# ---- ds_rx_decoder ----
ds_rx_decoder, signal wires on met3:
Cells faint in the background.
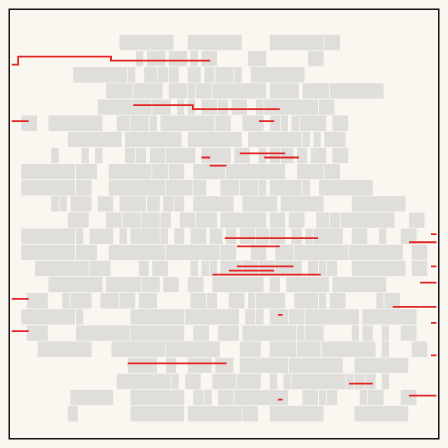

==> src/rtl/ds_pkg.sv <==
// ds_pkg: shared control codes, framing state encoding and NULL hunt pattern for the DS receiver.
package ds_pkg;
  localparam logic [1:0] CODE_FCC  = 2'b00;
  localparam logic [1:0] CODE_EOP1 = 2'b01;
  localparam logic [1:0] CODE_EOP2 = 2'b10;
  localparam logic [1:0] CODE_ESC  = 2'b11;
  localparam logic [2:0] HUNT = 3'd0;
  localparam logic [2:0] PAR  = 3'd1;
  localparam logic [2:0] FLAG = 3'd2;
  localparam logic [2:0] DATA = 3'd3;
  localparam logic [2:0] CTRL = 3'd4;
  localparam logic [6:0] NULL_PAT = 7'b1110100;
endpackage

==> src/rtl/ds_bit_recover.sv <==
// ds_bit_recover: synchronizes the DS pair, emits one bit strobe per d/s transition and times out idle links.
module ds_bit_recover #(
  parameter int DISC_CYCLES = 85
) (
  input  logic clk,
  input  logic rst_n,
  input  logic d_in,
  input  logic s_in,
  input  logic link_up,
  output logic bit_stb,
  output logic bit_val,
  output logic timeout
);
  localparam int CW = $clog2(DISC_CYCLES + 1);
  logic [2:0] d_q, s_q;
  logic [CW-1:0] cnt;
  always_ff @(posedge clk or negedge rst_n)
    if (!rst_n) begin
      d_q <= '0;
      s_q <= '0;
      bit_stb <= 1'b0;
      bit_val <= 1'b0;
      cnt <= '0;
    end else begin
      d_q <= {d_q[1:0], d_in};
      s_q <= {s_q[1:0], s_in};
      bit_stb <= (d_q[1] ^ s_q[1]) != (d_q[2] ^ s_q[2]);
      bit_val <= d_q[1];
      cnt <= (bit_stb || !link_up) ? '0 : cnt + 1'b1;
    end
  // fires one clock early so the registered disc_err lands exactly DISC_CYCLES after the strobe
  assign timeout = link_up && !bit_stb && cnt == CW'(DISC_CYCLES - 2);
endmodule

==> src/rtl/ds_rx_decoder.sv <==
// ds_rx_decoder: DS-SE link receiver framing recovered bits into data/control characters with
// parity, NULL, ESC and disconnect checking.
module ds_rx_decoder
  import ds_pkg::*;
#(
  parameter int DISC_CYCLES = 85
) (
  input  logic       clk,
  input  logic       rst_n,
  input  logic       d_in,
  input  logic       s_in,
  output logic       char_valid,
  output logic       char_is_ctrl,
  output logic [7:0] char_data,
  output logic       null_det,
  output logic       fcc_det,
  output logic       link_up,
  output logic       par_err,
  output logic       esc_err,
  output logic       disc_err
);
  logic bit_stb, bit_val, timeout;
  logic [2:0] state, state_n;
  logic [6:0] win, win_n;
  logic [3:0] cnt;
  logic [7:0] sh, sh_n;
  logic [1:0] code;
  logic p, prev_par, esc_pend;
  logic done, is_ctrl, is_fcc, hunt_hit, p_bad, e_bad, fail;
  ds_bit_recover #(.DISC_CYCLES(DISC_CYCLES)) u_rec (
    .clk(clk), .rst_n(rst_n), .d_in(d_in), .s_in(s_in), .link_up(link_up),
    .bit_stb(bit_stb), .bit_val(bit_val), .timeout(timeout)
  );
  always_comb begin
    win_n = {win[5:0], bit_val};
    sh_n = {bit_val, sh[7:1]};
    code = {sh_n[6], sh_n[7]};
    is_ctrl = state == CTRL;
    is_fcc = is_ctrl && code == CODE_FCC;
    done = bit_stb && cnt == 4'd1 && (state == DATA || state == CTRL);
    hunt_hit = bit_stb && state == HUNT && win_n == NULL_PAT;
    p_bad = bit_stb && state == FLAG && !(p ^ prev_par ^ bit_val);
    e_bad = done && esc_pend && !is_fcc;
    fail = timeout || p_bad || e_bad;
    state_n = fail ? HUNT :
              !bit_stb ? state :
              state == HUNT ? (hunt_hit ? PAR : HUNT) :
              state == PAR ? FLAG :
              state == FLAG ? (bit_val ? CTRL : DATA) :
              done ? PAR : state;
  end
  always_ff @(posedge clk or negedge rst_n)
    if (!rst_n) begin
      state <= HUNT;
      win <= '0;
      cnt <= '0;
      sh <= '0;
      p <= 1'b0;
      prev_par <= 1'b0;
      esc_pend <= 1'b0;
      {char_valid, char_is_ctrl, char_data, null_det, fcc_det, link_up, par_err, esc_err, disc_err} <= '0;
    end else begin
      state <= state_n;
      char_valid <= done && !esc_pend && (!is_ctrl || ^code);
      null_det <= hunt_hit || (done && esc_pend && is_fcc);
      fcc_det <= done && !esc_pend && is_fcc;
      par_err <= p_bad;
      esc_err <= e_bad;
      disc_err <= timeout;
      link_up <= !fail && (link_up || hunt_hit);
      esc_pend <= !fail && (done ? (!esc_pend && is_ctrl && code == CODE_ESC) : esc_pend);
      if (done) begin
        char_is_ctrl <= is_ctrl;
        char_data <= is_ctrl ? {6'b0, code} : sh_n;
        prev_par <= is_ctrl ? ^code : ^sh_n;
      end else if (hunt_hit) prev_par <= 1'b0;
      if (fail) win <= '0;
      else if (bit_stb && state == HUNT) win <= win_n;
      if (bit_stb && state == PAR) p <= bit_val;
      if (bit_stb && state == FLAG) cnt <= bit_val ? 4'd2 : 4'd8;
      if (bit_stb && (state == DATA || state == CTRL)) begin
        sh <= sh_n;
        cnt <= cnt - 4'd1;
      end
    end
endmodule

==> config.mk <==
export PLATFORM = sky130hd
export DESIGN_NAME = ds_rx_decoder
export DESIGN_NICKNAME = d
export VERILOG_FILES = /design/src/rtl/ds_pkg.sv /design/src/rtl/ds_bit_recover.sv /design/src/rtl/ds_rx_decoder.sv
export SDC_FILE = /design/constraint.sdc
export NUM_CORES = 1
export LEC_CHECK = 0
export CORE_MARGIN = 1.5
export CORE_UTILIZATION = 51
export DETAILED_ROUTE_END_ITERATION = 8
export PLACE_DENSITY = 0.84
export SYNTH_ARGS = -nofsm -noshare
export SYNTH_HDL_FRONTEND = slang
export SYNTH_SLANG_ARGS = --single-unit
==> constraint.sdc <==
create_clock -name clk -period 1.7 [get_ports clk]
set_input_delay 0.34 -clock clk [delete_from_list [all_inputs] [get_ports clk]]
set_output_delay 0.34 -clock clk [all_outputs]
set_load 0.05 [all_outputs]
# ---- syscall_sequencer ----
==> src/rtl/syscall_sequencer_pkg.sv <==
// Shared constants and state encoding for the SYSCALL sequencer.
// Holds the syscall codes, the ASCII anchors and the FSM state type.
package syscall_sequencer_pkg;

   localparam int unsigned DefaultMaxLen = 256;

   localparam logic [31:0] SysPrintStr  = 32'd4;
   localparam logic [31:0] SysPrintHex  = 32'd1;
   localparam logic [31:0] SysPrintChar = 32'd11;
   localparam logic [31:0] SysExit      = 32'd10;

   localparam logic [7:0] AsciiZero   = 8'h30;
   localparam logic [7:0] AsciiUpperA = 8'h41;

   typedef enum logic [2:0] {
      StIdle,
      StStrReq,
      StStrWait,
      StStrEmit,
      StHexEmit,
      StChrEmit,
      StFinish
   } state_e;

endpackage

==> src/rtl/hex_nibble_to_ascii.sv <==
// Maps a 4-bit value to its upper-case ASCII hex digit.
module hex_nibble_to_ascii
   import syscall_sequencer_pkg::*;
(
   input  logic [3:0] nibble,
   output logic [7:0] ascii
);

   always_comb begin
      if (nibble < 4'd10) begin
         ascii = AsciiZero + {4'd0, nibble};
      end else begin
         ascii = AsciiUpperA + {4'd0, nibble} - 8'd10;
      end
   end

endmodule

==> src/rtl/syscall_sequencer.sv <==
// Multi-cycle SYSCALL service FSM: stalls the pipeline, reads strings from data memory
// and streams characters to a valid/ready console sink; raises a sticky halt on exit.
module syscall_sequencer
   import syscall_sequencer_pkg::*;
#(
   parameter int unsigned MAX_LEN        = DefaultMaxLen,
   parameter logic [31:0] SYS_PRINT_STR  = SysPrintStr,
   parameter logic [31:0] SYS_PRINT_HEX  = SysPrintHex,
   parameter logic [31:0] SYS_PRINT_CHAR = SysPrintChar,
   parameter logic [31:0] SYS_EXIT       = SysExit
) (
   input  logic        clk,
   input  logic        reset,
   input  logic        syscall,
   input  logic [31:0] v0,
   input  logic [31:0] a0,
   output logic        mem_rd,
   output logic [31:0] mem_addr,
   input  logic [31:0] mem_rdata,
   output logic [7:0]  char_out,
   output logic        char_valid,
   input  logic        char_ready,
   output logic        stall,
   output logic        done,
   output logic        halt
);

   localparam int unsigned LenW = $clog2(MAX_LEN + 1);
   localparam logic [LenW-1:0] MaxLenW = LenW'(MAX_LEN);

   state_e          state_q;
   logic [31:0]     ptr_q;
   logic [LenW-1:0] len_q;
   logic [2:0]      idx_q;

   logic [31:0]     ptr_inc;
   logic [LenW-1:0] len_inc;
   logic [2:0]      idx_dec;
   logic [3:0]      hex_nib;
   logic [7:0]      hex_char;
   logic [7:0]      str_byte;

   assign ptr_inc  = ptr_q + 32'd1;
   assign len_inc  = len_q + 1'b1;
   assign idx_dec  = idx_q - 3'd1;
   assign str_byte = mem_rdata[{ptr_q[1:0], 3'b000} +: 8];

   // char_out is registered, so the mapper looks one digit ahead of the one on display.
   assign hex_nib = (state_q == StIdle) ? a0[31:28] : ptr_q[{idx_dec, 2'b00} +: 4];

   hex_nibble_to_ascii u_hex (
      .nibble (hex_nib),
      .ascii  (hex_char)
   );

   // FINISH is the done cycle; releasing stall there lets the pipeline step past SYSCALL once.
   assign stall = ~reset &
                  (((state_q != StIdle) & (state_q != StFinish)) |
                   (syscall & (state_q == StIdle) & ~halt));

   always_ff @(posedge clk or posedge reset) begin
      if (reset) begin
         state_q    <= StIdle;
         ptr_q      <= '0;
         len_q      <= '0;
         idx_q      <= '0;
         mem_rd     <= 1'b0;
         mem_addr   <= '0;
         char_out   <= '0;
         char_valid <= 1'b0;
         done       <= 1'b0;
         halt       <= 1'b0;
      end else begin
         done   <= 1'b0;
         mem_rd <= 1'b0;
         unique case (state_q)
            StIdle: begin
               if (syscall && !halt) begin
                  ptr_q <= a0;
                  len_q <= '0;
                  if (v0 == SYS_PRINT_STR) begin
                     state_q  <= StStrReq;
                     mem_rd   <= 1'b1;
                     mem_addr <= {a0[31:2], 2'b00};
                  end else if (v0 == SYS_PRINT_HEX) begin
                     state_q    <= StHexEmit;
                     idx_q      <= 3'd7;
                     char_out   <= hex_char;
                     char_valid <= 1'b1;
                  end else if (v0 == SYS_PRINT_CHAR) begin
                     state_q    <= StChrEmit;
                     char_out   <= a0[7:0];
                     char_valid <= 1'b1;
                  end else if (v0 == SYS_EXIT) begin
                     state_q <= StFinish;
                     done    <= 1'b1;
                     halt    <= 1'b1;
                  end else begin
                     state_q <= StFinish;
                     done    <= 1'b1;
                  end
               end
            end

            StStrReq: begin
               state_q <= StStrWait;
            end

            StStrWait: begin
               if (str_byte == 8'h00) begin
                  state_q <= StFinish;
                  done    <= 1'b1;
               end else begin
                  state_q    <= StStrEmit;
                  char_out   <= str_byte;
                  char_valid <= 1'b1;
               end
            end

            StStrEmit: begin
               if (char_ready) begin
                  char_valid <= 1'b0;
                  ptr_q      <= ptr_inc;
                  len_q      <= len_inc;
                  if (len_inc == MaxLenW) begin
                     state_q <= StFinish;
                     done    <= 1'b1;
                  end else begin
                     // Every byte is re-read; no word is cached between characters.
                     state_q  <= StStrReq;
                     mem_rd   <= 1'b1;
                     mem_addr <= {ptr_inc[31:2], 2'b00};
                  end
               end
            end

            StHexEmit: begin
               if (char_ready) begin
                  if (idx_q == 3'd0) begin
                     char_valid <= 1'b0;
                     state_q    <= StFinish;
                     done       <= 1'b1;
                  end else begin
                     idx_q    <= idx_dec;
                     char_out <= hex_char;
                  end
               end
            end

            StChrEmit: begin
               if (char_ready) begin
                  char_valid <= 1'b0;
                  state_q    <= StFinish;
                  done       <= 1'b1;
               end
            end

            StFinish: begin
               state_q <= StIdle;
            end

            default: begin
               state_q <= StIdle;
            end
         endcase
      end
   end

endmodule

==> config.mk <==
export PLATFORM = sky130hd
export DESIGN_NAME = syscall_sequencer
export DESIGN_NICKNAME = d
export VERILOG_FILES = /design/src/rtl/syscall_sequencer_pkg.sv /design/src/rtl/hex_nibble_to_ascii.sv /design/src/rtl/syscall_sequencer.sv
export SDC_FILE = /design/constraint.sdc
export NUM_CORES = 1
export LEC_CHECK = 0
export CAP_MARGIN = 20
export CELL_PAD_IN_SITES_DETAIL_PLACEMENT = 1
export CELL_PAD_IN_SITES_GLOBAL_PLACEMENT = 2
export CORE_MARGIN = 10
export CORE_UTILIZATION = 27
export DETAILED_ROUTE_END_ITERATION = 16
export GPL_TIMING_DRIVEN = 0
export PLACE_DENSITY_LB_ADDON = 0.08
export SYNTH_ARGS = -nofsm -noshare
export SYNTH_HDL_FRONTEND = slang
export SYNTH_HIERARCHICAL = 1
export SYNTH_SLANG_ARGS = --single-unit
==> constraint.sdc <==
create_clock -name clk -period 3.32 [get_ports clk]
set_input_delay 0.664 -clock clk [delete_from_list [all_inputs] [get_ports clk]]
set_output_delay 0.664 -clock clk [all_outputs]
set_load 0.005 [all_outputs]
# ---- imem_fetch_ctrl ----
`config.mk`:
```
export PLATFORM = sky130hd
export DESIGN_NAME = imem_fetch_ctrl
export DESIGN_NICKNAME = d
export VERILOG_FILES = /design/src/rtl/fetch_pkg.sv /design/src/rtl/fetch_out_reg.sv /design/src/rtl/imem_fetch_ctrl.sv
export SDC_FILE = /design/constraint.sdc
export NUM_CORES = 1
export LEC_CHECK = 0
export ABC_AREA = 1
export CAP_MARGIN = 25
export CORE_ASPECT_RATIO = 0.8
export CORE_MARGIN = 2
export CORE_UTILIZATION = 30
export CTS_CLUSTER_DIAMETER = 120
export CTS_CLUSTER_SIZE = 40
export DETAILED_ROUTE_END_ITERATION = 12
export PLACE_DENSITY_LB_ADDON = 0.25
export SYNTH_ARGS = -nofsm -noshare
export SYNTH_HDL_FRONTEND = slang
export SYNTH_SLANG_ARGS = --single-unit
export TNS_END_PERCENT = 30
```
`constraint.sdc`:
```
create_clock -name clk -period 1.8 [get_ports clk]
set_input_delay 0.36 -clock clk [delete_from_list [all_inputs] [get_ports clk]]
set_output_delay 0.36 -clock clk [all_outputs]
set_load 0.05 [all_outputs]
```
`src/rtl/fetch_pkg.sv`:
```
// ============================================================================
// Module   : fetch_pkg
// Purpose  : Shared widths, FSM state encoding and default halt opcode for
//            the instruction fetch sequencer.
// Revision : 1.0
// ============================================================================
`default_nettype none

package fetch_pkg;

  localparam int ADDR_W  = 8;
  localparam int INSTR_W = 8;

  localparam logic [1:0] FS_IDLE   = 2'd0;
  localparam logic [1:0] FS_FETCH  = 2'd1;
  localparam logic [1:0] FS_DRAIN  = 2'd2;
  localparam logic [1:0] FS_HALTED = 2'd3;

  localparam logic [INSTR_W-1:0] HALT_INSTR_DEFAULT = 8'hFF;

endpackage

`default_nettype wire

```
`src/rtl/fetch_out_reg.sv`:
```
// ============================================================================
// Module   : fetch_out_reg
// Purpose  : One-entry valid/ready output register carrying an instruction
//            and its fetch address, with a flush that discards the entry.
// Revision : 1.0
// ============================================================================
`default_nettype none

module fetch_out_reg #(
  parameter int DATA_W = fetch_pkg::INSTR_W,
  parameter int PC_W   = fetch_pkg::ADDR_W
) (
  input  logic              clk,
  input  logic              reset_n,
  input  logic              flush,
  input  logic              load,
  input  logic [DATA_W-1:0] load_data,
  input  logic [PC_W-1:0]   load_pc,
  input  logic              ready,
  output logic [DATA_W-1:0] data,
  output logic [PC_W-1:0]   pc,
  output logic              valid
);

  logic [DATA_W-1:0] r_data;
  logic [PC_W-1:0]   r_pc;
  logic              r_valid;

  // Flush outranks a load so a redirected entry can never reach decode.
  always_ff @(posedge clk or negedge reset_n) begin
    if (!reset_n) begin
      r_data  <= '0;
      r_pc    <= '0;
      r_valid <= 1'b0;
    end else if (flush) begin
      r_valid <= 1'b0;
    end else if (load) begin
      r_data  <= load_data;
      r_pc    <= load_pc;
      r_valid <= 1'b1;
    end else if (r_valid && ready) begin
      r_valid <= 1'b0;
    end
  end

  assign data  = r_data;
  assign pc    = r_pc;
  assign valid = r_valid;

endmodule

`default_nettype wire

```
`src/rtl/imem_fetch_ctrl.sv`:
```
// ============================================================================
// Module   : imem_fetch_ctrl
// Purpose  : Fetch sequencer owning the PC for a combinational instruction
//            ROM; optional transfer counter under IMEM_FETCH_PERF_CNT_EN.
// Revision : 1.0
// ============================================================================
`default_nettype none

module imem_fetch_ctrl
  import fetch_pkg::*;
#(
  parameter int                 MEM_DEPTH  = 32,
  parameter logic [INSTR_W-1:0] HALT_INSTR = HALT_INSTR_DEFAULT,
  parameter int                 ADDR_W     = 8
) (
  input  logic               clk,
  input  logic               reset_n,
  input  logic               start,
  input  logic [ADDR_W-1:0]  start_addr,
  output logic [ADDR_W-1:0]  imem_addr,
  input  logic [INSTR_W-1:0] imem_data,
  output logic [INSTR_W-1:0] instr,
  output logic [ADDR_W-1:0]  instr_pc,
  output logic               instr_valid,
  input  logic               instr_ready,
  input  logic               redirect,
  input  logic [ADDR_W-1:0]  redirect_addr,
  output logic               busy,
  output logic               halted
`ifdef IMEM_FETCH_PERF_CNT_EN
  ,
  output logic [15:0]        perf_count
`endif
);

  localparam logic [ADDR_W-1:0] C_PC_MASK = ADDR_W'(MEM_DEPTH - 1);

  logic [1:0]        r_state;
  logic [1:0]        w_state_next;
  logic [ADDR_W-1:0] r_pc;
  logic [ADDR_W-1:0] w_pc_next;
  logic              w_active;
  logic              w_start_ok;
  logic              w_flush;
  logic              w_load;
  logic              w_is_halt;
  logic              w_xfer;
  logic              w_valid;

  assign w_active   = (r_state == FS_FETCH) || (r_state == FS_DRAIN);
  assign w_start_ok = start && ((r_state == FS_IDLE) || (r_state == FS_HALTED));
  assign w_flush    = redirect && w_active;
  assign w_load     = (r_state == FS_FETCH) && !w_flush && (!w_valid || instr_ready);
  assign w_is_halt  = (imem_data == HALT_INSTR);
  // A transfer coinciding with a redirect is discarded, not delivered.
  assign w_xfer     = w_valid && instr_ready && !w_flush;

  always_ff @(posedge clk or negedge reset_n) begin
    if (!reset_n) begin
      r_state <= FS_IDLE;
    end else begin
      r_state <= w_state_next;
    end
  end

  always_comb begin
    w_state_next = r_state;
    case (r_state)
      FS_IDLE, FS_HALTED: begin
        if (start) w_state_next = FS_FETCH;
      end
      FS_FETCH: begin
        if (w_flush)                    w_state_next = FS_FETCH;
        else if (w_load && w_is_halt)   w_state_next = FS_DRAIN;
      end
      FS_DRAIN: begin
        if (w_flush)     w_state_next = FS_FETCH;
        else if (w_xfer) w_state_next = FS_HALTED;
      end
      default: w_state_next = FS_IDLE;
    endcase
  end

  always_comb begin
    busy   = 1'b0;
    halted = 1'b0;
    case (r_state)
      FS_FETCH, FS_DRAIN: busy   = 1'b1;
      FS_HALTED:          halted = 1'b1;
      default: ;
    endcase
  end

  // The PC parks on the halt address so imem_addr points at it while draining.
  always_comb begin
    w_pc_next = r_pc;
    if (w_start_ok) begin
      w_pc_next = start_addr & C_PC_MASK;
    end else if (w_flush) begin
      w_pc_next = redirect_addr & C_PC_MASK;
    end else if (w_load && !w_is_halt) begin
      w_pc_next = (r_pc + ADDR_W'(1)) & C_PC_MASK;
    end
  end

  always_ff @(posedge clk or negedge reset_n) begin
    if (!reset_n) begin
      r_pc <= '0;
    end else begin
      r_pc <= w_pc_next;
    end
  end

  assign imem_addr = r_pc;

  fetch_out_reg #(
    .DATA_W (INSTR_W),
    .PC_W   (ADDR_W)
  ) u_out_reg (
    .clk       (clk),
    .reset_n   (reset_n),
    .flush     (w_flush),
    .load      (w_load),
    .load_data (imem_data),
    .load_pc   (r_pc),
    .ready     (instr_ready),
    .data      (instr),
    .pc        (instr_pc),
    .valid     (w_valid)
  );

  assign instr_valid = w_valid;

`ifdef IMEM_FETCH_PERF_CNT_EN
  logic [15:0] r_perf_count;

  always_ff @(posedge clk or negedge reset_n) begin
    if (!reset_n) begin
      r_perf_count <= '0;
    end else if (w_start_ok) begin
      r_perf_count <= '0;
    end else if (w_xfer && (r_perf_count != 16'hFFFF)) begin
      r_perf_count <= r_perf_count + 16'd1;
    end
  end

  assign perf_count = r_perf_count;
`endif

endmodule

`default_nettype wire

```

==> notes/layouts.md <==
Pictures saved along the way, in no particular order.

Met1 routing.
Plate I
Bar = 50 um. Supply wires on this layer in gray.
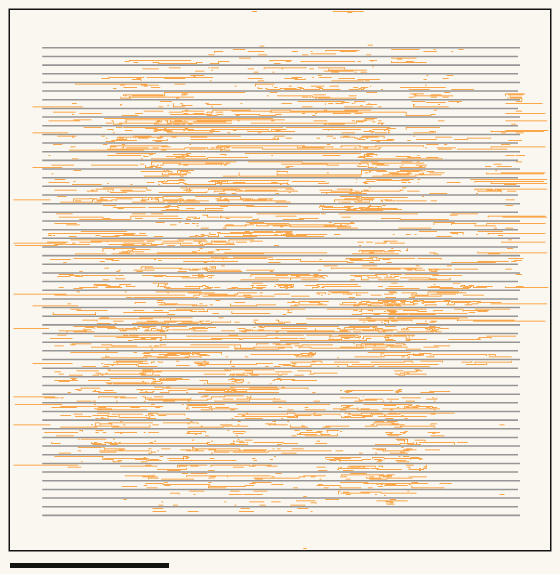
Plate II
Bar = 20 um. Supply wires on this layer in gray.
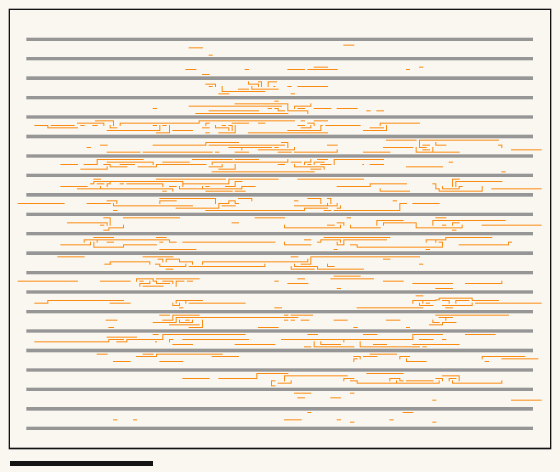
Plate III
Bar = 20 um. Supply wires on this layer in gray.
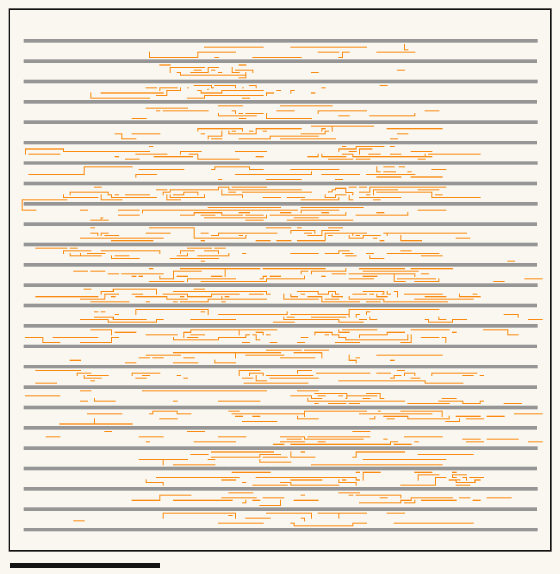
| picture | from |
|---|---|
| Plate I | syscall_sequencer |
| Plate II | imem_fetch_ctrl |
| Plate III | ds_rx_decoder |
Of these, largest die: Plate I

syscall_sequencer, routing congestion:
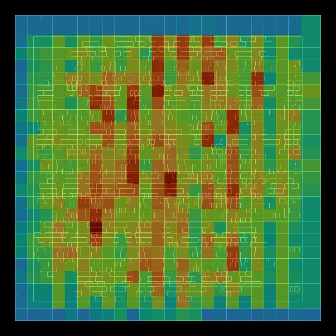
GR Util met3: 2.51%
global-route met1 utilization: 20.3%
met2 usage: 27.9%
Util after Layout: 37.5%

syscall_sequencer, M4 wires:
Bar = 50 um. Supply wires on this layer in gray.
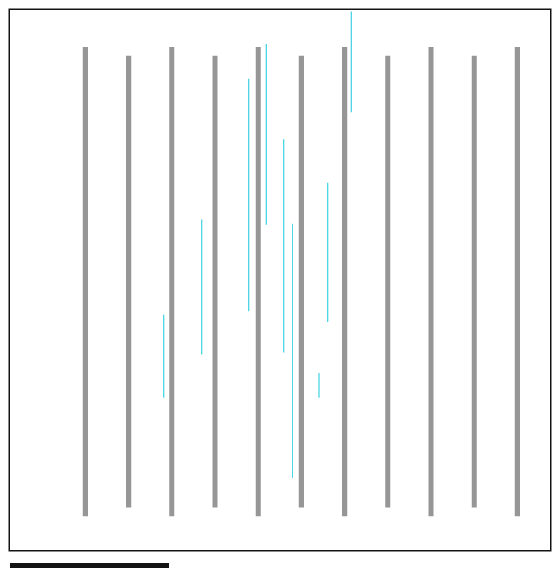
7 nets have wire on it. The longest straight run is 79.6 um. The layer carries 426 um of wire. The layer holds 1.8% of the routed length.
Detailed Route WL: 23600 um
via count: 5683

==> flow_summary_export.csv, syscall_sequencer <==
group,metric,value,unit
clocking,cts_tree,"yes",
logic_synthesis,adder_share,1.24,%
cells_and_area,seq_share,27.0,%
logic_synthesis,edf_count,0,
cells_and_area,fin_nets,917,
pwr,netSwitchingFraction,41.6,%
detailed_routing,drtAntennaViolNets,0,
clocking,cts_root_buf,"clkbuf_16",
final_timing,rsz0062_at_grt,"false",
cells_and_area,regArea,2230,um^2
min_path,hp-class,"reg -> reg",
grt,grt_util_all_layers,16.3,%
pwr,p_comb,3.72,mW
grt,overflow,0,
run_status,status,"finished clean",
cells_and_area,n_all_inverters,17,
cells_and_area,drive_gt1_share,13.1,%
final_timing,max_clock_freq,0.321,GHz
cells_and_area,logic_area,3590,um^2
detailed_routing,first_iter_violations,223,
logic_synthesis,top_area_share,36.8,%
die,io_pins,145,
grt,grt_first_pass_wirelength,36700,um
pwr,power_leader,"combinational cells",
clocking,h-tree-depth,3,
critical_path,cp.required,3.55,ns
syscall_sequencer: registers in the layout, summed over array words and instances (netlist names):
signal / flops
len_q: 9
state_q: 3
char_out: 8
halt: 1
done: 1
mem_rd: 1
mem_addr: 30
idx_q: 3
ptr_q: 32
char_valid: 1
syscall_sequencer: placed cells by master (no fill, tap or decap), drive strengths merged, types with 8 or more instances in the layout:
cell type,count
a21oi,43
a31oi,10
a32oi,9
and2,8
buf,15
clkbuf,45
clkdlybuf4s50,142
dfrtp,89
inv,18
mux2,53
mux4,16
nand2,65
nand3,34
nand4,19
nor2,51
nor2b,10
nor4,11
o211ai,8
o21ai,45
o22ai,8
xnor2,11
xor2,24
syscall_sequencer: cell families after synthesis:
logic type | count (synthesis)
buffers and inverters | 64
DFF | 89
adders and majority gates | 6
other | 2
xor gates and xnor gates | 35
AOI/OAI and AO/OA | 156
and+or+nand+nor | 230
muxes | 73
syscall_sequencer: critical path: stages, from the launching register on:
cell and delay, ns:
dfrtp_1 0.39, clkbuf_4 0.26, inv_1 0.12, ha_4 0.35, mux4_2 0.50, mux2i_1 0.16
o21ai_1 0.21, nand2_2 0.14, mux2_1 0.35, nand3_1 0.09, o211ai_1 0.15, mux2_2 0.29
imem_fetch_ctrl, routing congestion:
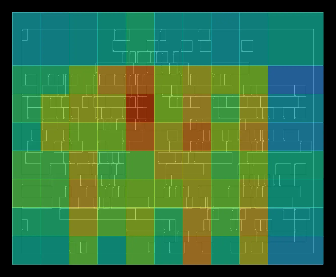
GR Util met3: 4.58%
met2 usage: 20.4%
total track usage: 13.2%

==> flow_summary_export.csv, imem_fetch_ctrl <==
group,metric,value,unit
die,die_height,61.2,um
cells_and_area,n_all_inverters,15,
pwr,powerDensity,2000,nW/um^2
logic_synthesis,syn_area,1230,um^2
clocking,cts_hold_repair.buffers,0,
critical_path,r2r_slack,0.23,ns
cells_and_area,seq_share,30.2,%
die,tap_cells,55,
logic_synthesis,synthXorXnorAreaFrac,0.714,%
critical_path,r2r_start,"r_state[0]",
die,rows,20,
cells_and_area,nNonClkBuffers,49,
logic_synthesis,syn_avg_cell_area,7.39,um^2
detailed_routing,via_count,1133,
cells_and_area,clockBufferCount,3,
logic_synthesis,netlist_instances,166,
run_status,status,"finished clean",
==> imem_fetch_ctrl: metal layers <==
metal | global-route usage (%) | wire [um] | up-vias
li1 | - | - | 604
met1 | 18.4 | 1390 | 490
met2 | 20.4 | 1210 | 37
met3 | 4.58 | 190 | 2
met4 | 2.26 | 14 | 0
met5 | 0 | 0 | -
==> imem_fetch_ctrl: registers in the layout, summed over array words and instances, names as in the netlist <==
| register | flops |
|---|---|
| imem_addr | 5 |
| u_out_reg.pc | 5 |
| r_state | 2 |
| u_out_reg.data | 8 |
| u_out_reg.valid | 1 |
==> imem_fetch_ctrl: Yosys cell counts, drive strengths merged <==
library cell / number / area share, %
nand3: 10 / 4.9
o211ai: 1 / 0.61
ha: 4 / 4.1
nand4: 7 / 3.6
buf: 10 / 6.2
a21oi: 1 / 0.41
clkbuf: 1 / 0.41
inv: 13 / 4.0
dfrtp: 21 / 43
conb: 1 / 0.31
o21ai: 9 / 4.0
nand2: 78 / 24
xnor2: 1 / 0.71
nor2: 6 / 2.4
a31oi: 1 / 0.51
clkinv: 2 / 0.61
ds_rx_decoder, the metal 2 layer:
Bar = 20 um.
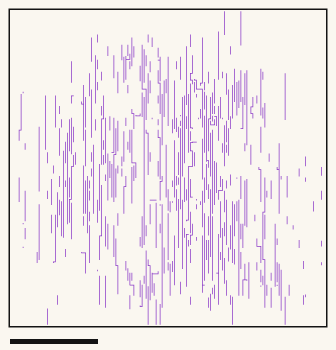
The layer holds 47% of the routed length. The wires run mostly vertical. The longest straight run is 33.7 um. 226 nets have wire on it.
via count: 1692
Detailed Route WL: 4470 um

Notes on 'signal wires on met3' of ds_rx_decoder above:
22 nets have wire on it. The layer holds 4.1% of the routed length.
GR Util met3: 5.00%

==> flow_summary_export.csv, ds_rx_decoder <==
group,metric,value,unit
clocking,cts_hold_repair.buffers,0,
final_timing,finalHoldViolCount,12,
clocking,h-tree-depth,2,
die,rows,24,
run_status,status,"finished with violations",
cells_and_area,largest_class,"registers",
final_timing,fin_ws,0.0136,ns
cells_and_area,seq_share,44.2,%
final_timing,whs,-0.00561,ns
detailed_routing,drtAntennaViolNets,0,
pwr,pwr-share-comb,41.4,%
logic_synthesis,synth_top_cell_by_area,"dfrtp_1",
run_status,violations,"hold timing",
final_timing,finalClockSkew,0.00908,ns
pwr,p_switching,1.57,mW
detailed_routing,drt-pass1-iter-count,4,
logic_synthesis,syn_area,2440,um^2
cells_and_area,top_regs,"char_data (8), sh (7), u_rec.cnt (7)",
pwr,clkPwrFrac,17.4,%
pwr,p_int,2.79,mW
ds_rx_decoder: synth_stat cells, types with 2 or more instances:
library cell,instances
a21oi_1,5
mux2i_1,9
clkbuf_1,4
buf_4,4
nand3_1,5
nor3_1,4
inv_1,6
nand2_1,24
o31ai_1,3
mux2_2,5
o21ai_0,14
and3_1,4
nand3b_1,2
ha_1,5
nand2b_1,2
or4bb_1,2
xor2_1,5
nor2_1,19
buf_2,3
dfrtp_1,53
nor3b_2,2
or4b_1,2
xnor2_1,6
ds_rx_decoder: cells by family after synthesis:
family / count (synthesis) / synth area share [%]
AOI/OAI and AO/OA: 34 / 9.61
xor gates and xnor gates: 13 / 5.85
adders and majority gates: 5 / 2.57
buffers and inverters: 18 / 3.85
DFF: 53 / 54.4
muxes: 15 / 6.47
and+or+nand+nor: 75 / 17.2
ds_rx_decoder: critical path, delay by kind of cell, from the launching register on:
kind,cells,cell delay (ns)
AOI/OAI and AO/OA,2,0.43
DFF,1,0.39
and+or+nand+nor,2,0.60
buffers and inverters,1,0.14
ds_rx_decoder: layer usage:
metal / part of all wire [%] / vias up
met5: 0 / -
met4: 1.6 / 0
met3: 4.1 / 8
met2: 47 / 37
met1: 47 / 821
li1: - / 826

Power is estimated from default activity; no workload was simulated.
